=== operand_entry_ctrl ===
**operand_entry_ctrl: clock network drawn from the DEF**

Scale: 4 px per µm.
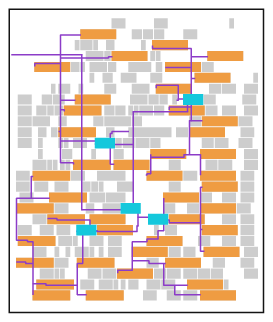
**operand_entry_ctrl: sequential cells grouped by signal name**

Scale: 4 px per µm. Other sequential cells in the stronger grey, the rest of the logic in the fainter grey.
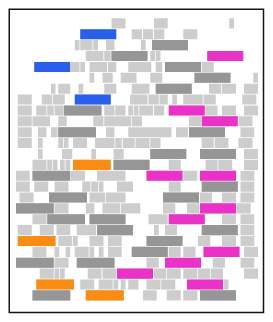
**operand_entry_ctrl: wiring by layer**

Scale: 4 px per µm.
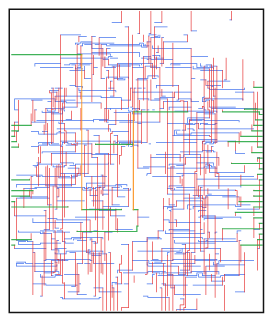
File: src/rtl/calc_pkg.sv
`default_nettype none
// ============================================================================
//  Module   : calc_pkg
//  Purpose  : Shared constants and types for the calculator datapath.
//             Key codes from the keypad decoder, special display digit
//             codes, the operand width and the operand-entry state encoding.
//  Revision : 1.0 - initial release
// ============================================================================
package calc_pkg;

    localparam int OPERAND_W = 11;

    localparam logic [3:0] KEY_DIGIT_MAX = 4'h9;
    localparam logic [3:0] KEY_NEG       = 4'hA;
    localparam logic [3:0] KEY_CLR       = 4'hC;
    localparam logic [3:0] KEY_ENT       = 4'hE;

    localparam logic [3:0] BCD_BLANK     = 4'hF;
    localparam logic [3:0] BCD_MINUS     = 4'hB;

    typedef enum logic [2:0] {
        ST_ENTER_A = 3'd0,
        ST_CONV_A  = 3'd1,
        ST_ENTER_B = 3'd2,
        ST_CONV_B  = 3'd3,
        ST_OUT     = 3'd4
    } state_t;

endpackage
`default_nettype wire

File: src/rtl/digit_entry_reg.sv
`default_nettype none
// ============================================================================
//  Module   : digit_entry_reg
//  Purpose  : Display/entry register for one operand: a shift register of
//             magnitude digits (new digit enters at bcd0), a sign digit that
//             toggles between blank and minus, and a digit count that stops
//             accepting digits once MAX_DIGITS have been entered.
//  Ports    : clk, rst      - clock, asynchronous active-high reset
//             shift_en      - shift 'digit' in (ignored when full)
//             digit         - BCD digit to shift in
//             negate        - toggle sign digit
//             clear         - blank all digits, zero the count (priority)
//             bcd0..bcd2    - magnitude digits, LS first, 0xF = blank
//             bcd3          - sign digit, 0xB = minus, 0xF = blank
//  Revision : 1.0 - initial release
// ============================================================================
module digit_entry_reg
    import calc_pkg::*;
#(
    parameter int MAX_DIGITS = 3
) (
    input  logic       clk,
    input  logic       rst,
    input  logic       shift_en,
    input  logic [3:0] digit,
    input  logic       negate,
    input  logic       clear,
    output logic [3:0] bcd0,
    output logic [3:0] bcd1,
    output logic [3:0] bcd2,
    output logic [3:0] bcd3
);

    localparam int CNT_W = $clog2(MAX_DIGITS + 1);

    logic [CNT_W-1:0] count;

    always_ff @(posedge clk or posedge rst) begin
        if (rst) begin
            bcd0  <= BCD_BLANK;
            bcd1  <= BCD_BLANK;
            bcd2  <= BCD_BLANK;
            bcd3  <= BCD_BLANK;
            count <= '0;
        end else if (clear) begin
            bcd0  <= BCD_BLANK;
            bcd1  <= BCD_BLANK;
            bcd2  <= BCD_BLANK;
            bcd3  <= BCD_BLANK;
            count <= '0;
        end else begin
            // Leading zeros are real digits, so the count advances on every
            // accepted digit regardless of its value.
            if (shift_en && (count < CNT_W'(MAX_DIGITS))) begin
                bcd2  <= bcd1;
                bcd1  <= bcd0;
                bcd0  <= digit;
                count <= count + CNT_W'(1);
            end
            if (negate) begin
                bcd3 <= (bcd3 == BCD_MINUS) ? BCD_BLANK : BCD_MINUS;
            end
        end
    end

endmodule
`default_nettype wire

File: src/rtl/operand_entry_ctrl.sv
`default_nettype none
// ============================================================================
//  Module   : operand_entry_ctrl
//  Purpose  : Keypad-side sequencer. Collects keys into the digit entry
//             register, waits CONV_WAIT cycles for the external BCD-to-binary
//             converter, captures operand A then operand B and presents the
//             pair to the ALU with a valid/ready handshake.
//  Ports    : clk, rst            - clock, asynchronous active-high reset
//             key_valid, key_code - keypad strobe and code
//             key_ready           - keys accepted (ENTER_A / ENTER_B)
//             bcd0..bcd3          - display digits to converter / 7-seg
//             bin_in              - converter result (signed)
//             op_a, op_b          - captured operands
//             op_valid, op_ready  - operand pair handshake
//             phase_b             - entering/converting operand B
//  Revision : 1.0 - initial release
// ============================================================================
module operand_entry_ctrl
    import calc_pkg::*;
#(
    parameter int CONV_WAIT  = 1,
    parameter int MAX_DIGITS = 3
) (
    input  logic                        clk,
    input  logic                        rst,
    input  logic                        key_valid,
    input  logic [3:0]                  key_code,
    output logic                        key_ready,
    output logic [3:0]                  bcd0,
    output logic [3:0]                  bcd1,
    output logic [3:0]                  bcd2,
    output logic [3:0]                  bcd3,
    input  logic signed [OPERAND_W-1:0] bin_in,
    output logic signed [OPERAND_W-1:0] op_a,
    output logic signed [OPERAND_W-1:0] op_b,
    output logic                        op_valid,
    input  logic                        op_ready,
    output logic                        phase_b
);

    state_t     state;
    state_t     next_state;
    logic [2:0] wait_cnt;

    logic       shift_en;
    logic       negate;
    logic       clear_digits;
    logic       clear_ops;
    logic       load_wait;
    logic       cap_a;
    logic       cap_b;
    logic       in_conv;

    assign key_ready = (state == ST_ENTER_A) || (state == ST_ENTER_B);
    assign phase_b   = (state == ST_ENTER_B) || (state == ST_CONV_B);
    assign in_conv   = (state == ST_CONV_A)  || (state == ST_CONV_B);

    always_ff @(posedge clk or posedge rst) begin
        if (rst) begin
            state <= ST_ENTER_A;
        end else begin
            state <= next_state;
        end
    end

    always_comb begin
        next_state   = state;
        shift_en     = 1'b0;
        negate       = 1'b0;
        clear_digits = 1'b0;
        clear_ops    = 1'b0;
        load_wait    = 1'b0;
        cap_a        = 1'b0;
        cap_b        = 1'b0;
        case (state)
            ST_ENTER_A, ST_ENTER_B: begin
                if (key_valid) begin
                    if (key_code <= KEY_DIGIT_MAX) begin
                        shift_en = 1'b1;
                    end else if (key_code == KEY_NEG) begin
                        negate = 1'b1;
                    end else if (key_code == KEY_CLR) begin
                        clear_digits = 1'b1;
                        clear_ops    = 1'b1;
                        next_state   = ST_ENTER_A;
                    end else if (key_code == KEY_ENT) begin
                        load_wait  = 1'b1;
                        next_state = (state == ST_ENTER_A) ? ST_CONV_A : ST_CONV_B;
                    end
                end
            end
            ST_CONV_A: begin
                if (wait_cnt == 3'd1) begin
                    cap_a        = 1'b1;
                    clear_digits = 1'b1;
                    next_state   = ST_ENTER_B;
                end
            end
            ST_CONV_B: begin
                if (wait_cnt == 3'd1) begin
                    cap_b        = 1'b1;
                    clear_digits = 1'b1;
                    next_state   = ST_OUT;
                end
            end
            ST_OUT: begin
                if (op_ready) begin
                    next_state = ST_ENTER_A;
                end
            end
            default: begin
                next_state = ST_ENTER_A;
            end
        endcase
    end

    // Converter settle counter: loaded on enter, sampled-at-1 in CONV_x.
    always_ff @(posedge clk or posedge rst) begin
        if (rst) begin
            wait_cnt <= 3'd0;
        end else if (load_wait) begin
            wait_cnt <= 3'(CONV_WAIT);
        end else if (in_conv) begin
            wait_cnt <= wait_cnt - 3'd1;
        end
    end

    always_ff @(posedge clk or posedge rst) begin
        if (rst) begin
            op_a     <= '0;
            op_b     <= '0;
            op_valid <= 1'b0;
        end else begin
            if (clear_ops) begin
                op_a <= '0;
                op_b <= '0;
            end
            if (cap_a) begin
                op_a <= bin_in;
            end
            if (cap_b) begin
                op_b     <= bin_in;
                op_valid <= 1'b1;
            end else if ((state == ST_OUT) && op_ready) begin
                op_valid <= 1'b0;
            end
        end
    end

    digit_entry_reg #(
        .MAX_DIGITS (MAX_DIGITS)
    ) u_digits (
        .clk      (clk),
        .rst      (rst),
        .shift_en (shift_en),
        .digit    (key_code),
        .negate   (negate),
        .clear    (clear_digits),
        .bcd0     (bcd0),
        .bcd1     (bcd1),
        .bcd2     (bcd2),
        .bcd3     (bcd3)
    );

endmodule
`default_nettype wire

File: config.mk
export PLATFORM = sky130hd
export DESIGN_NAME = operand_entry_ctrl
export DESIGN_NICKNAME = d
export VERILOG_FILES = /design/src/rtl/calc_pkg.sv /design/src/rtl/digit_entry_reg.sv /design/src/rtl/operand_entry_ctrl.sv
export SDC_FILE = /design/constraint.sdc
export NUM_CORES = 1
export LEC_CHECK = 0
export CAP_MARGIN = 20
export CORE_ASPECT_RATIO = 1.2
export CORE_UTILIZATION = 45
export CTS_CLUSTER_DIAMETER = 40
export DETAILED_ROUTE_END_ITERATION = 8
export GPL_ROUTABILITY_DRIVEN = 0
export PLACE_DENSITY = 0.77
export SLEW_MARGIN = 10
export SYNTH_ARGS = -nofsm -noshare
export SYNTH_HDL_FRONTEND = slang
export SYNTH_HIERARCHICAL = 1
export SYNTH_SLANG_ARGS = --single-unit
File: constraint.sdc
create_clock -name clk -period 2 [get_ports clk]
set_input_delay 0.2 -clock clk [delete_from_list [all_inputs] [get_ports clk]]
set_output_delay 0.2 -clock clk [all_outputs]
set_load 0.05 [all_outputs]
==> results.txt <==
impl run done, here's what came out: outcome complete, no violations, Max-area cell share 0.384, Slew headroom 0.598, Top class by area registers, non-clock buffer count 68, Std-Cell Rows 26, post-CTS resize count 0, Fillers 354, Worst EP arrival 1.63 ns, clock sink total 44, area fraction in mux cells 0.0650, buffering overhead 0.241, final worst slack 0.165 ns, wl on met1 1850 µm, Slew @ Worst Pin 0.603 ns, tool warnings 27, Synth area leaders dfrtp_1 38%, dfstp_2 17%, a22o_1 9.5%, mux2i_1 5.9%, nor2_1 4.3%
Notes on 'clock network drawn from the DEF' of operand_entry_ctrl above:
legend:
  orange:
    item: flip-flops
    count: 44
  purple:
    item: clock wires
    length: 515 µm
  cyan:
    item: cells driving clock nets
    count: 5
routed clock nets: 6
flops lie: spread over the die
Worst Skew: 0.00487 ns
clock group total power: 0.000653 W
Worst-Skew Late Latency: 0.29 ns
Clk pwr share: 0.145

Notes on 'sequential cells grouped by signal name' of operand_entry_ctrl above:
legend:
  blue:
    name_in_the_netlist: `wait_cnt`
    sequential_cells: 3
  magenta:
    name_in_the_netlist: `op_a`
    sequential_cells: 11
  orange:
    name_in_the_netlist: `u_digits/bcd1`
    sequential_cells: 4
    where: south-west
not coloured: 26
Flop+latch power: 0.00151 W
Sequential Area: 1120 µm²
Util after Layout: 0.637
flop share of the area: 0.409

Notes on 'wiring by layer' of operand_entry_ctrl above:
legend:
  orange:
    layer: met4
    wire_length: 63.2 µm
  blue:
    layer: met1
    wire_length: 1850 µm
  red:
    layer: met2
    wire_length: 1890 µm
  green:
    layer: met3
    wire_length: 208 µm
via count: 1429
routed len/inst: 14.2 µm
Post-Route WL: 4020 µm
Total GRT Usage: 0.191

[power by group through the flow]
stage	logic [W]	registers (W)	clock network, W
final	0.00234	0.00151	0.000653
after global routing	0.00248	0.00156	0.000716
after CTS	0.00236	0.00151	0.000676
after detailed placement	0.00235	0.00152	0
after global placement	0.00233	0.00152	0
after floorplan	0.000822	0.00237	0
[metrics by stage]
stage,utilization,hold slack [ns],cells
after floorplan,-,0.0922,163
after detailed placement,0.612,0.482,274
final,0.637,0.292,282
after global routing,0.637,0.373,282
after global placement,0.612,0.482,274
after CTS,0.637,0.305,282

=== ex_mem_stage ===
==> config.mk <==
export PLATFORM = sky130hd
export DESIGN_NAME = ex_mem_stage
export DESIGN_NICKNAME = d
export VERILOG_FILES = /design/src/rtl/cpu_types_pkg.sv /design/src/rtl/br_resolve.sv /design/src/rtl/ex_mem_stage.sv
export SDC_FILE = /design/constraint.sdc
export NUM_CORES = 1
export LEC_CHECK = 0
export ABC_AREA = 1
export CAP_MARGIN = 10
export CORE_MARGIN = 2
export CORE_UTILIZATION = 44
export CTS_BUF_LIST = sky130_fd_sc_hd__clkbuf_4 sky130_fd_sc_hd__clkbuf_8
export DETAILED_ROUTE_END_ITERATION = 10
export PLACE_DENSITY = 0.86
export SLEW_MARGIN = 20
export SYNTH_ARGS = -nofsm -noshare
export SYNTH_HDL_FRONTEND = slang
export SYNTH_SLANG_ARGS = --single-unit
==> constraint.sdc <==
create_clock -name CLK -period 11.4 [get_ports CLK]
set_input_delay 1.71 -clock CLK [delete_from_list [all_inputs] [get_ports CLK]]
set_output_delay 1.71 -clock CLK [all_outputs]
set_load 0.02 [all_outputs]
==> src/rtl/cpu_types_pkg.sv <==
// Shared CPU datapath types: word/register widths, branch conditions and the
// execute-to-memory slot layout.
package cpu_types_pkg;

   localparam int CPU_WORD_W = 32;
   localparam int CPU_REG_AW = 5;

   typedef enum logic [2:0] {
      BR_NONE,
      BR_EQ,
      BR_NE,
      BR_LEZ,
      BR_GTZ,
      BR_LTZ,
      BR_GEZ
   } brtype_t;

   typedef enum logic {
      RUN,
      EXC
   } exmem_state_t;

   typedef struct packed {
      logic [CPU_WORD_W-1:0] result;
      logic [CPU_WORD_W-1:0] store_data;
      logic [CPU_REG_AW-1:0] wsel;
      logic                  regwen;
      logic                  dren;
      logic                  dwen;
   } ex_mem_t;

endpackage

==> src/rtl/br_resolve.sv <==
// Branch condition resolver: decides taken/not-taken from the ALU zero and
// negative flags. Purely combinational so early-branch logic can reuse it.
module br_resolve
   import cpu_types_pkg::*;
(
   input  brtype_t brtype_i,
   input  logic    zero_i,
   input  logic    negative_i,
   output logic    taken_o
);

   always_comb begin
      taken_o = 1'b0;
      case (brtype_i)
         BR_EQ:   taken_o = zero_i;
         BR_NE:   taken_o = !zero_i;
         BR_LEZ:  taken_o = negative_i || zero_i;
         BR_GTZ:  taken_o = !negative_i && !zero_i;
         BR_LTZ:  taken_o = negative_i;
         BR_GEZ:  taken_o = !negative_i;
         default: taken_o = 1'b0;
      endcase
   end

endmodule

==> src/rtl/ex_mem_stage.sv <==
// Execute-to-memory stage: one-entry result slot with valid/ready toward MEM,
// branch redirect pulse, and overflow trap that holds the stage until acked.
//
// state | meaning
// RUN   | normal flow; accepts when slot empty or being consumed
// EXC   | overflow exception pending; no accepts, slot drains, waits for exc_ack
module ex_mem_stage
   import cpu_types_pkg::*;
#(
   parameter int WORD_W = CPU_WORD_W,
   parameter int REG_AW = CPU_REG_AW
) (
   input  logic              CLK,
   input  logic              RST,
   input  logic              ex_valid,
   output logic              ex_ready,
   input  logic              flush,
   input  logic [WORD_W-1:0] alu_out,
   input  logic              alu_zero,
   input  logic              alu_negative,
   input  logic              alu_overflow,
   input  logic [WORD_W-1:0] ex_pc,
   input  logic [WORD_W-1:0] ex_br_target,
   input  brtype_t           ex_brtype,
   input  logic              ex_trap_ovf,
   input  logic [REG_AW-1:0] ex_wsel,
   input  logic              ex_regwen,
   input  logic              ex_dren,
   input  logic              ex_dwen,
   input  logic [WORD_W-1:0] ex_store_data,
   output logic              mem_valid,
   input  logic              mem_ready,
   output logic [WORD_W-1:0] mem_result,
   output logic [WORD_W-1:0] mem_store_data,
   output logic [REG_AW-1:0] mem_wsel,
   output logic              mem_regwen,
   output logic              mem_dren,
   output logic              mem_dwen,
   output logic              redirect_valid,
   output logic [WORD_W-1:0] redirect_pc,
   output logic              exc_valid,
   output logic [WORD_W-1:0] exc_epc,
   input  logic              exc_ack
);

   exmem_state_t      state_q;
   ex_mem_t           slot_q, slot_d;
   logic              mem_valid_q;
   logic              redir_valid_q;
   logic [WORD_W-1:0] redir_pc_q;
   logic              exc_valid_q;
   logic [WORD_W-1:0] exc_epc_q;

   logic br_taken;
   logic accept;
   logic trap;
   logic load;

   br_resolve u_br_resolve (
      .brtype_i   (ex_brtype),
      .zero_i     (alu_zero),
      .negative_i (alu_negative),
      .taken_o    (br_taken)
   );

   assign ex_ready = (state_q == RUN) && (!mem_valid_q || mem_ready);
   assign accept   = ex_valid && ex_ready && !flush;
   assign trap     = accept && ex_trap_ovf && alu_overflow;
   assign load     = accept && !trap;

   always_comb begin
      slot_d            = slot_q;
      slot_d.result     = alu_out;
      slot_d.store_data = ex_store_data;
      slot_d.wsel       = ex_wsel;
      slot_d.regwen     = ex_regwen;
      slot_d.dren       = ex_dren;
      slot_d.dwen       = ex_dwen;
   end

   always_ff @(posedge CLK or posedge RST) begin
      if (RST) begin
         state_q       <= RUN;
         slot_q        <= '0;
         mem_valid_q   <= 1'b0;
         redir_valid_q <= 1'b0;
         redir_pc_q    <= '0;
         exc_valid_q   <= 1'b0;
         exc_epc_q     <= '0;
      end else begin
         // A trapping instruction never reaches the slot, so the exception wins over any redirect.
         redir_valid_q <= load && br_taken;
         if (load && br_taken) begin
            redir_pc_q <= ex_br_target;
         end

         if (load) begin
            slot_q      <= slot_d;
            mem_valid_q <= 1'b1;
         end else if (mem_ready) begin
            mem_valid_q <= 1'b0;
         end

         case (state_q)
            RUN: begin
               if (trap) begin
                  exc_valid_q <= 1'b1;
                  exc_epc_q   <= ex_pc;
                  state_q     <= EXC;
               end
            end
            EXC: begin
               if (exc_ack) begin
                  exc_valid_q <= 1'b0;
                  state_q     <= RUN;
               end
            end
            default: state_q <= RUN;
         endcase
      end
   end

   assign mem_valid      = mem_valid_q;
   assign mem_result     = slot_q.result;
   assign mem_store_data = slot_q.store_data;
   assign mem_wsel       = slot_q.wsel;
   assign mem_regwen     = slot_q.regwen;
   assign mem_dren       = slot_q.dren;
   assign mem_dwen       = slot_q.dwen;
   assign redirect_valid = redir_valid_q;
   assign redirect_pc    = redir_pc_q;
   assign exc_valid      = exc_valid_q;
   assign exc_epc        = exc_epc_q;

endmodule

**ex_mem_stage: sequential cells grouped by signal name**

Scale: 2 px per µm. Other sequential cells in the stronger grey, the rest of the logic in the fainter grey.
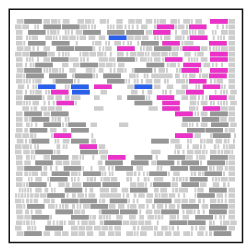
legend:
  blue:
    name_in_the_netlist: `mem_wsel`
    sequential_cells: 5
  magenta:
    name_in_the_netlist: `mem_result`
    sequential_cells: 32
not coloured: 103
Flop+latch power: 0.000843 W
Util after Layout: 0.731
Sequential Area: 3500 µm²
flop share of the area: 0.396

==> results.txt <==
impl run done, here's what came out: drt drc 0, Post-Syn Area 5510 µm², Synth area leaders dfrtp_1 64%, nand2_1 22%, nand4_1 3.6%, o21ai_0 2.9%, inv_1 2.9%, vias per cell 4.61, crit end category output port, Std-Cell Rows 40, DR WL met3 1510 µm, family with the most delay on the worst path buffers and inverters, cts hold-fix bufs 0, drt pass-1 iters 6, fp_density 0.455, Crit path depth 4, Comb power frac 0.463, flop-to-flop setup slack 8.59 ns, unrepaired setup endpoints after global routing no, diodes inserted 0, Top cells excl fill/tap 323 x nand2_1, 288 x clkdlybuf4s50_1, 140 x dfrtp_1, 41 x inv_1, Finish-stage setup viols 0, Top cell excl fill/tap nand2_1, setup tns final 0 ns, final worst slack 6.64 ns, # port buffers 288, highest-power group combinational logic, wl on met1 6060 µm, Worst EP arrival 3.05 ns, Setup WS pre-CTS 6.70 ns, required time worst endpoint 9.69 ns, routed len/inst 14.5 µm, clock sink total 140, post-synthesis cell type count 17, Placed Instance Area 8460 µm², Slew @ Worst Pin 1.10 ns, grt met1 use 0.276, post-route ant nets 0, worst path cell trace clkdlybuf4s50_1 -> inv_2 -> a21oi_2 -> clkdlybuf4s50_1, GR Layer Usage met2 0.383, period utilisation layout 0.417, Power Dens Cells 259 nW/µm², R2R cell count 7, final non-filler cell area 8850 µm², GPL Wtd Cong 0.803, register share of total power 0.368, Fmax 210 MHz, sequential fraction of the synthesis area 0.636, Critical Path End ex_ready, Hold EP mem_store_data[30], Num CTS Buffers 17, Worst path max stage delay 0.63 ns, clock tree from TritonCTS done, Slew headroom 0.269, CTS max path bufs 2, outcome complete, no violations, cell taking the most area after synthesis dfrtp_1, GRT busiest layer met2, Post-Layout Cell Count 1076, layout cells sized above 1 0.0496, type of the worst min-delay path reg -> reg, Pint 0.00142 W, syn_nets 767, number of synthesized register bits 140, Max-area cell share 0.636, critical path launch point type input port, worst flop-to-flop path endpoint redirect_pc[5], Most common reg cell dfrtp_1, core area 12100 µm², hpwl dp 10900 µm, Syn Inst Count 618, Worst Hold Slack 0.469 ns
**ex_mem_stage: signal wires on met3**

Scale: 2 px per µm. Cells faint in the background.
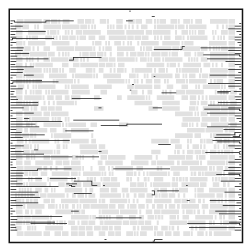
wire length on this layer: 1510 µm
share of all routed wire: 9.7%
Post-Route WL: 15600 µm
via count: 4958

[logic make-up (layout without fill, tap and decap cells)]
logic type / count (synthesis) / after routing / synth area share
buf+inv: 79 / 369 / 0.0647
compound gates: 36 / 36 / 0.0334
flops: 140 / 140 / 0.636
simple gates: 363 / 363 / 0.266
[final cells by class]
cell class,instances,area (µm²),share of cell area
timing repair buffer,293,2920,0.330
multi-input combinational,399,1660,0.188
clock buffer,20,263,0.0297
inverter,45,174,0.0196
clock inverter,11,121,0.0137
tap,168,210,0.0237
sequential,140,3500,0.396

=== td4x_control ===
**td4x_control: wiring by layer**

Scale: 6 px per µm.
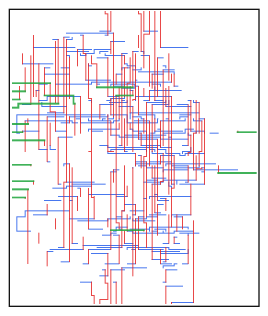
**td4x_control: clock network drawn from the DEF**

Scale: 8 px per µm.
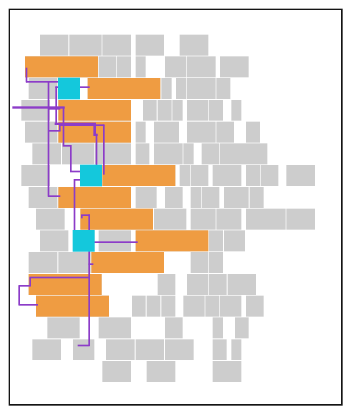
**src/rtl/td4x_control.sv**
```systemverilog
// Sequencer for a TD4-style 4-bit CPU: fetches, decodes and executes one instruction at a time,
// driving datapath selects, register write strobes, PC strobes and ready/valid I/O handshakes.
module td4x_control #(
  parameter int NREG           = 2,
  parameter bit HALT_ON_UNUSED = 1'b0,
  localparam int RW            = (NREG <= 2) ? 1 : $clog2(NREG)
) (
  input  logic            clk,
  input  logic            rst_n,
  output logic            fetch_req,
  input  logic            instr_valid,
  input  logic [3:0]      instr_op,
  input  logic [RW-1:0]   instr_rd,
  input  logic [RW-1:0]   instr_rs,
  input  logic            alu_c,
  input  logic            alu_z,
  output logic [1:0]      src_sel,
  output logic [RW-1:0]   rs_sel,
  output logic [NREG-1:0] reg_we,
  output logic            pc_inc,
  output logic            pc_load,
  output logic            in_ready,
  input  logic            in_valid,
  output logic            out_valid,
  input  logic            out_ready,
  input  logic            resume,
  output logic            halted,
  output logic            c_flag,
  output logic            z_flag
);

  typedef enum logic [2:0] {
    S_FETCH, S_EXEC, S_WAIT_IN, S_WAIT_OUT, S_HALT
  } state_t;

  localparam logic [3:0] OP_ADD_IM = 4'b0000;
  localparam logic [3:0] OP_MOV_RS = 4'b0001;
  localparam logic [3:0] OP_IN     = 4'b0010;
  localparam logic [3:0] OP_MOV_IM = 4'b0011;
  localparam logic [3:0] OP_ADD_RS = 4'b0100;
  localparam logic [3:0] OP_OUT_RS = 4'b1001;
  localparam logic [3:0] OP_OUT_IM = 4'b1011;
  localparam logic [3:0] OP_HLT    = 4'b1100;
  localparam logic [3:0] OP_JZ     = 4'b1101;
  localparam logic [3:0] OP_JNC    = 4'b1110;
  localparam logic [3:0] OP_JMP    = 4'b1111;

  state_t          state_q, state_d;
  logic [3:0]      op_q, op_d;
  logic [RW-1:0]   rd_q, rd_d;
  logic [RW-1:0]   rs_q, rs_d;
  logic            c_q, c_d;
  logic            z_q, z_d;
  logic            we;

  function automatic logic [RW-1:0] mod_nreg(input logic [RW-1:0] v);
    return RW'(int'(v) % NREG);
  endfunction

  always_comb begin
    state_d   = state_q;
    op_d      = op_q;
    rd_d      = rd_q;
    rs_d      = rs_q;
    c_d       = c_q;
    z_d       = z_q;
    fetch_req = 1'b0;
    we        = 1'b0;
    pc_inc    = 1'b0;
    pc_load   = 1'b0;
    in_ready  = 1'b0;
    out_valid = 1'b0;
    halted    = 1'b0;

    case (op_q)
      OP_ADD_IM, OP_ADD_RS:                        src_sel = 2'b00;
      OP_MOV_RS, OP_OUT_RS:                        src_sel = 2'b01;
      OP_IN:                                       src_sel = 2'b10;
      OP_MOV_IM, OP_OUT_IM, OP_JZ, OP_JNC, OP_JMP: src_sel = 2'b11;
      default:                                     src_sel = 2'b00;
    endcase

    case (state_q)
      S_FETCH: begin
        fetch_req = 1'b1;
        if (instr_valid) begin
          op_d    = instr_op;
          rd_d    = mod_nreg(instr_rd);
          rs_d    = mod_nreg(instr_rs);
          state_d = S_EXEC;
        end
      end
      S_EXEC: begin
        state_d = S_FETCH;
        case (op_q)
          OP_ADD_IM, OP_ADD_RS: begin
            we     = 1'b1;
            pc_inc = 1'b1;
            c_d    = alu_c;
            z_d    = alu_z;
          end
          OP_MOV_RS, OP_MOV_IM: begin
            we     = 1'b1;
            pc_inc = 1'b1;
            c_d    = 1'b0;
          end
          OP_IN: begin
            in_ready = 1'b1;
            if (in_valid) begin
              we     = 1'b1;
              pc_inc = 1'b1;
              c_d    = 1'b0;
            end else begin
              state_d = S_WAIT_IN;
            end
          end
          OP_OUT_RS, OP_OUT_IM: begin
            out_valid = 1'b1;
            if (out_ready) begin
              pc_inc = 1'b1;
              c_d    = 1'b0;
            end else begin
              state_d = S_WAIT_OUT;
            end
          end
          OP_HLT:  state_d = S_HALT;
          OP_JZ:   begin pc_load = z_q;  pc_inc = ~z_q; end
          OP_JNC:  begin pc_load = ~c_q; pc_inc = c_q;  end
          OP_JMP:  pc_load = 1'b1;
          default: begin
            if (HALT_ON_UNUSED) state_d = S_HALT;
            else                pc_inc  = 1'b1;
          end
        endcase
      end
      S_WAIT_IN: begin
        in_ready = 1'b1;
        if (in_valid) begin
          we      = 1'b1;
          pc_inc  = 1'b1;
          c_d     = 1'b0;
          state_d = S_FETCH;
        end
      end
      S_WAIT_OUT: begin
        out_valid = 1'b1;
        if (out_ready) begin
          pc_inc  = 1'b1;
          c_d     = 1'b0;
          state_d = S_FETCH;
        end
      end
      S_HALT: begin
        halted = 1'b1;
        if (resume) begin
          pc_inc  = 1'b1;
          state_d = S_FETCH;
        end
      end
      default: state_d = S_FETCH;
    endcase
  end

  // Write strobe is one-hot on the latched destination, which is already reduced modulo NREG.
  always_comb begin
    reg_we = '0;
    for (int i = 0; i < NREG; i++) reg_we[i] = we && (rd_q == RW'(i));
  end

  always_ff @(posedge clk or negedge rst_n) begin
    if (!rst_n) begin
      state_q <= S_FETCH;
      op_q    <= '0;
      rd_q    <= '0;
      rs_q    <= '0;
      c_q     <= 1'b0;
      z_q     <= 1'b0;
    end else begin
      state_q <= state_d;
      op_q    <= op_d;
      rd_q    <= rd_d;
      rs_q    <= rs_d;
      c_q     <= c_d;
      z_q     <= z_d;
    end
  end

  assign rs_sel = rs_q;
  assign c_flag = c_q;
  assign z_flag = z_q;

endmodule
```
**config.mk**
```make
export PLATFORM = sky130hd
export DESIGN_NAME = td4x_control
export DESIGN_NICKNAME = d
export VERILOG_FILES = /design/src/rtl/td4x_control.sv
export SDC_FILE = /design/constraint.sdc
export NUM_CORES = 1
export LEC_CHECK = 0
export CORE_ASPECT_RATIO = 1.2
export CORE_UTILIZATION = 40
export CTS_BUF_LIST = sky130_fd_sc_hd__clkbuf_4
export DETAILED_ROUTE_END_ITERATION = 10
export PLACE_DENSITY = 0.85
export SYNTH_ARGS = -nofsm -noshare
export SYNTH_HDL_FRONTEND = slang
export SYNTH_SLANG_ARGS = --single-unit
export TNS_END_PERCENT = 10
```
**constraint.sdc**
```tcl
create_clock -name clk -period 5 [get_ports clk]
set_clock_uncertainty 0.2 [all_clocks]
set_input_delay 1 -clock clk [delete_from_list [all_inputs] [get_ports clk]]
set_output_delay 1 -clock clk [all_outputs]
set_load 0.01 [all_outputs]
```
==> results.txt <==
impl run done, here's what came out: outcome complete, no violations, Util after Layout 0.612, diodes inserted 0, min Tclk post-route 3.63 ns, Critical Path Source in_valid, max cap viols 0, Pins Over Slew Limit 0, Comb area share 0.414, CP Max Fanout 4, Top class by area logic gates, post-CTS resize count 0, required time worst endpoint 3.80 ns, post-synthesis cell type count 33, final worst slack 1.37 ns, Post-Syn Area 744 µm², R2R cell count 4, CLK BUF 4, register share of total power 0.348, Slew headroom 0.696, Worst R2R Start op_q[0], CP dominant cell by count clkdlybuf4s50_1, worst vdd ir 0.306 mV, Comb gates 60, Worst EP arrival 2.43 ns, Well Taps 18, Logic inverters 4, crit end category output port, initial drt markers 12, syn_nets 95
Notes on 'wiring by layer' of td4x_control above:
legend:
  red:
    layer: met2
    wire_length: 882 µm
  blue:
    layer: met1
    wire_length: 684 µm
  green:
    layer: met3
    wire_length: 68.0 µm
via count: 704
routed len/inst: 13.3 µm
Total GRT Usage: 0.196

Notes on 'clock network drawn from the DEF' of td4x_control above:
legend:
  orange:
    item: flip-flops
    count: 11
  cyan:
    item: cells driving clock nets
    count: 3
  purple:
    item: clock wires
    length: 123 µm
routed clock nets: 4
clock group total power: 0.0000637 W
Worst-Skew Late Latency: 0.26 ns
Clk pwr share: 0.102

## registers in the layout, indices dropped and copies added (netlist names)
name and flops:
z_flag 1, op_q 4, c_flag 1, rs_sel 1, rd_q 1, state_q 3
## layer usage
metal / wire (µm) / share of wire / vias up / GRT usage
met5: 0 / 0 / - / 0
met4: 0 / 0 / 0 / 0.0645
met3: 68 / 0.042 / 0 / 0.0320
met2: 881 / 0.54 / 22 / 0.310
met1: 683 / 0.42 / 331 / 0.260
li1: - / - / 351 / -
## critical path: cells and delay by family
family          cells  cell delay [ns]
compound gates      1             0.13
buf+inv             2             1.10
simple gates        1             0.20

=== rx_idle_filter ===
--- src/rtl/rx_idle_filter_pkg.sv ---
// Shared constants for the receive path: comma symbol, link FSM states, FIFO defaults.
// Imported by the serial-to-parallel receiver and by rx_idle_filter.
package rx_idle_filter_pkg;

    localparam logic [7:0] COMMA_SYM     = 8'hBC;
    localparam int         DEPTH_DEF     = 4;
    localparam int         AF_THRESH_DEF = 3;

    typedef enum logic {
        ST_IDLE = 1'b0,
        ST_RUN  = 1'b1
    } state_t;

endpackage

--- src/rtl/rx_byte_fifo.sv ---
// Byte FIFO with registered empty/full/almost_full; a push is refused only when full
// and not being popped in the same cycle.
module rx_byte_fifo
    import rx_idle_filter_pkg::*;
#(
    parameter int DEPTH     = DEPTH_DEF,
    parameter int AF_THRESH = AF_THRESH_DEF
) (
    input  logic       clk_4f,
    input  logic       rst_L,
    input  logic       push,
    input  logic       pop,
    input  logic [7:0] wdata,
    output logic [7:0] head,
    output logic       empty,
    output logic       full,
    output logic       almost_full
);

    localparam int AW = (DEPTH > 1) ? $clog2(DEPTH) : 1;
    localparam int CW = AW + 1;

    logic [7:0]    mem_q [DEPTH];
    logic [AW-1:0] wr_ptr_q, wr_ptr_d;
    logic [AW-1:0] rd_ptr_q, rd_ptr_d;
    logic [CW-1:0] cnt_q, cnt_d;
    logic          empty_q, empty_d;
    logic          full_q, full_d;
    logic          af_q, af_d;
    logic          wr_en, rd_en;

    always_comb begin
        rd_en    = pop && !empty_q;
        wr_en    = push && (!full_q || rd_en);
        wr_ptr_d = wr_ptr_q;
        rd_ptr_d = rd_ptr_q;
        if (wr_en) wr_ptr_d = wr_ptr_q + AW'(1);
        if (rd_en) rd_ptr_d = rd_ptr_q + AW'(1);
        cnt_d   = cnt_q + CW'(wr_en) - CW'(rd_en);
        empty_d = (cnt_d == '0);
        full_d  = (cnt_d == CW'(DEPTH));
        af_d    = (cnt_d >= CW'(AF_THRESH));
    end

    always_ff @(posedge clk_4f) begin
        if (!rst_L) begin
            wr_ptr_q <= '0;
            rd_ptr_q <= '0;
            cnt_q    <= '0;
            empty_q  <= 1'b1;
            full_q   <= 1'b0;
            af_q     <= 1'b0;
        end else begin
            wr_ptr_q <= wr_ptr_d;
            rd_ptr_q <= rd_ptr_d;
            cnt_q    <= cnt_d;
            empty_q  <= empty_d;
            full_q   <= full_d;
            af_q     <= af_d;
        end
    end

    // Storage needs no reset: the pointers and count decide what is readable.
    always_ff @(posedge clk_4f) begin
        if (wr_en) mem_q[wr_ptr_q] <= wdata;
    end

    assign head        = mem_q[rd_ptr_q];
    assign empty       = empty_q;
    assign full        = full_q;
    assign almost_full = af_q;

endmodule

--- src/rtl/rx_idle_filter.sv ---
// Drops comma/idle bytes and pre-sync traffic, buffers the rest for the consumer.
// Optional saturating drop counter under macro RX_IDLE_FILTER_DROP_CNT_EN.
//   state   | meaning
//   ST_IDLE | link not synchronised, every incoming byte discarded
//   ST_RUN  | link synchronised, non-comma valid bytes pushed to the FIFO
module rx_idle_filter
    import rx_idle_filter_pkg::*;
#(
    parameter int         DEPTH     = DEPTH_DEF,
    parameter int         AF_THRESH = AF_THRESH_DEF,
    parameter logic [7:0] COMMA     = COMMA_SYM
) (
    input  logic       clk_4f,
    input  logic       rst_L,
    input  logic [7:0] data_in,
    input  logic       valid_in,
    input  logic       active_in,
    input  logic       pop,
    output logic [7:0] data_out,
    output logic       valid_out,
    output logic       empty,
    output logic       full,
    output logic       almost_full,
`ifdef RX_IDLE_FILTER_DROP_CNT_EN
    output logic       overflow,
    output logic [7:0] drop_cnt
`else
    output logic       overflow
`endif
);

    state_t     state_q, state_d;
    logic [7:0] data_out_q, data_out_d;
    logic       valid_out_q, valid_out_d;
    logic       overflow_q, overflow_d;
    logic       push_req, pop_ok;
    logic [7:0] head;

    always_comb begin
        state_d     = active_in ? ST_RUN : ST_IDLE;
        push_req    = (state_q == ST_RUN) && valid_in && (data_in != COMMA);
        pop_ok      = pop && !empty;
        valid_out_d = pop_ok;
        data_out_d  = pop_ok ? head : data_out_q;
        // A pop frees the slot in the same edge, so a full FIFO only drops when nobody reads.
        overflow_d  = push_req && full && !pop_ok;
    end

    always_ff @(posedge clk_4f) begin
        if (!rst_L) begin
            state_q     <= ST_IDLE;
            data_out_q  <= 8'h00;
            valid_out_q <= 1'b0;
            overflow_q  <= 1'b0;
        end else begin
            state_q     <= state_d;
            data_out_q  <= data_out_d;
            valid_out_q <= valid_out_d;
            overflow_q  <= overflow_d;
        end
    end

    rx_byte_fifo #(
        .DEPTH     (DEPTH),
        .AF_THRESH (AF_THRESH)
    ) u_fifo (
        .clk_4f      (clk_4f),
        .rst_L       (rst_L),
        .push        (push_req),
        .pop         (pop),
        .wdata       (data_in),
        .head        (head),
        .empty       (empty),
        .full        (full),
        .almost_full (almost_full)
    );

    assign data_out  = data_out_q;
    assign valid_out = valid_out_q;
    assign overflow  = overflow_q;

`ifdef RX_IDLE_FILTER_DROP_CNT_EN
    logic [7:0] drop_cnt_q, drop_cnt_d;

    always_comb begin
        drop_cnt_d = drop_cnt_q;
        if (overflow_d && (drop_cnt_q != 8'hFF)) drop_cnt_d = drop_cnt_q + 8'd1;
    end

    always_ff @(posedge clk_4f) begin
        if (!rst_L) drop_cnt_q <= 8'h00;
        else        drop_cnt_q <= drop_cnt_d;
    end

    assign drop_cnt = drop_cnt_q;
`endif

endmodule

--- config.mk ---
export PLATFORM = sky130hd
export DESIGN_NAME = rx_idle_filter
export DESIGN_NICKNAME = d
export VERILOG_FILES = /design/src/rtl/rx_idle_filter_pkg.sv /design/src/rtl/rx_byte_fifo.sv /design/src/rtl/rx_idle_filter.sv
export SDC_FILE = /design/constraint.sdc
export NUM_CORES = 1
export LEC_CHECK = 0
export ABC_AREA = 1
export CAP_MARGIN = 20
export CORE_UTILIZATION = 28
export CTS_BUF_LIST = sky130_fd_sc_hd__clkbuf_16
export CTS_CLUSTER_SIZE = 10
export DETAILED_ROUTE_END_ITERATION = 7
export PLACE_DENSITY = 0.55
export SETUP_SLACK_MARGIN = 0.05
export SLEW_MARGIN = 20
export SYNTH_ARGS = -nofsm -noshare
export SYNTH_HDL_FRONTEND = slang
export SYNTH_HIERARCHICAL = 1
export SYNTH_SLANG_ARGS = --single-unit
--- constraint.sdc ---
create_clock -name clk_4f -period 2 [get_ports clk_4f]
set_input_delay 0.4 -clock clk_4f [delete_from_list [all_inputs] [get_ports clk_4f]]
set_output_delay 0.4 -clock clk_4f [all_outputs]
set_load 0.01 [all_outputs]
**rx_idle_filter: signal wires on met3**

Scale: 3 px per µm. Cells faint in the background.
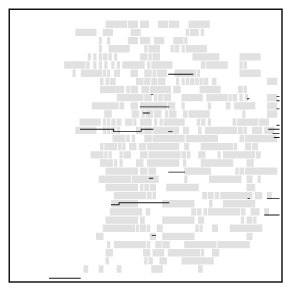
nets with wire on the layer: 14
main direction: horizontal
share of all routed wire: 2.3%
wire length on this layer: 103 µm
met3 Usage GRT: 0.0278
Post-Route WL: 4560 µm
via count: 1596

==> results.txt <==
impl run done, here's what came out: outcome complete, no violations, routed len/inst 12.1 µm, Sequential Area 1420 µm², worst vdd ir 0.333 mV, Final Hold Fails 0, Top Layer Used met4, min Tclk post-route 1.92 ns, fp_density 0.296, Critical Path Source data_in[3], DR WL met3 103 µm, Top cell excl fill/tap nor2_1, Synth area leaders edfxtp_1 44%, dfxtp_1 21%, nor2_1 7.4%, inv_1 5.0%, o21ai_0 4.8%, Top class by area registers, area fraction in mux cells 0, drt pass-1 iters 4, type of the worst min-delay path in -> reg, FF+latch count 55, H-tree depth 2, post-route ant nets 0, family with the most delay on the worst path adder cells, period utilisation layout 0.960, Slew @ Worst Pin 0.615 ns, gr ovfl total 0, sw power 0.000908 W, Fmax 521 MHz, synthesis warning total 6, Worst path max stage delay 0.56 ns, Worst R2R Start u_fifo/empty, flop-to-flop setup slack 0.10 ns, crit end category flop, combinational gate power 0.000850 W, hold path depth 2, clock network area share 0.0538, Static Leak 1.25 nW, cell taking the most area after synthesis edfxtp_1, yosys cell count 213, number of synthesized register bits 55, worst flop-to-flop path endpoint u_fifo/empty, syn_nets 233, CP dominant cell by count nand2_2, DIE HEIGHT 90.4 µm, diodes inserted 0, post-synth area from yosys stat 2190 µm², Crit path depth 14, Post-Syn Area 2190 µm², CP Max Fanout 3, register share of total power 0.444, Num CTS Buffers 5, Finish-stage setup viols 0, chip area 8180 µm², highest-power group sequential cells
**rx_idle_filter: clock network drawn from the DEF**

Scale: 4 px per µm.
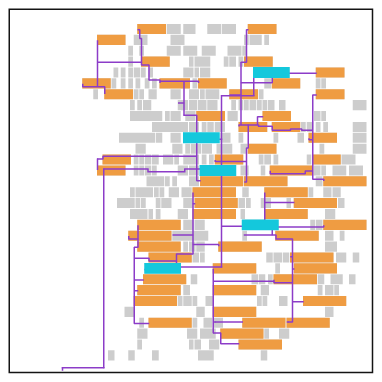
legend:
  orange:
    item: flip-flops
    count: 55
  cyan:
    item: cells driving clock nets
    count: 5
  purple:
    item: clock wires
    length: 635 µm
routed clock nets: 6
Clk pwr share: 0.288
Worst-Skew Late Latency: 0.29 ns
clock group total power: 0.000915 W

==> through the flow <==
| stage | area, µm² | power [W] | instances | utilization | worst slack, ns |
|---|---|---|---|---|---|
| floorplan | 2230 | 0.00188 | 213 | - | 0.00249 |
| global placement | 2750 | 0.00221 | 356 | 0.371 | -0.692 |
| detailed placement | 2750 | 0.00223 | 356 | 0.371 | -0.733 |
| CTS | 2970 | 0.00317 | 376 | 0.400 | 0.0575 |
| global route | 3000 | 0.00336 | 378 | 0.405 | -0.00753 |
| finish | 3000 | 0.00318 | 378 | 0.405 | 0.0798 |


==> layout pictures side by side <==
Congestion heat map.
panel A
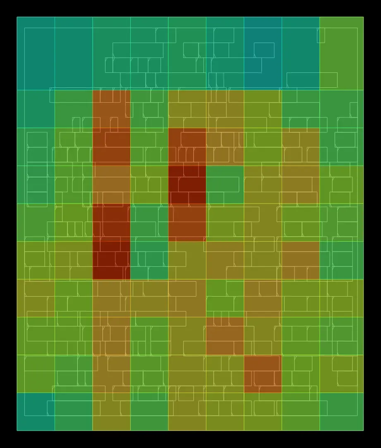
panel B
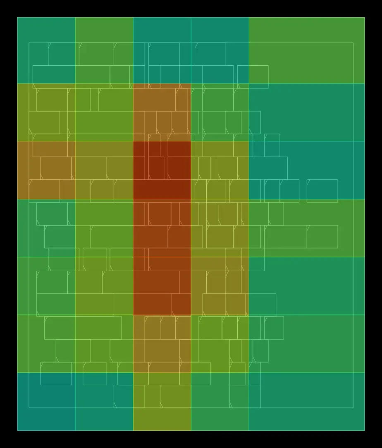
panel C
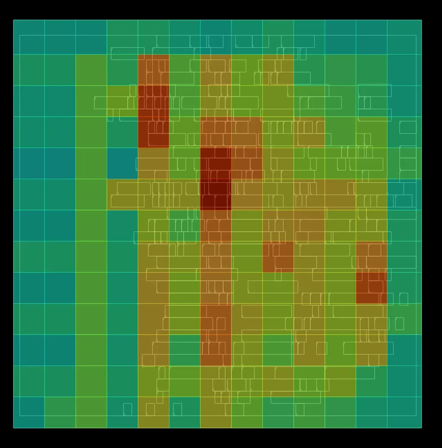
panel D
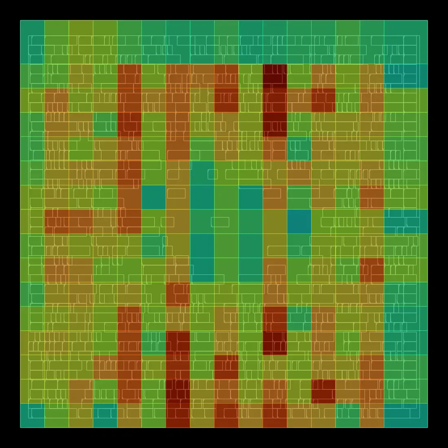
- lowest utilization: panel C
- highest track usage: panel D
| picture | from |
|---|---|
| panel C | rx_idle_filter |
| panel D | ex_mem_stage |
| panel A | operand_entry_ctrl |
| panel B | td4x_control |

Power figures rest on the tool's default switching activity, not on a simulated workload.
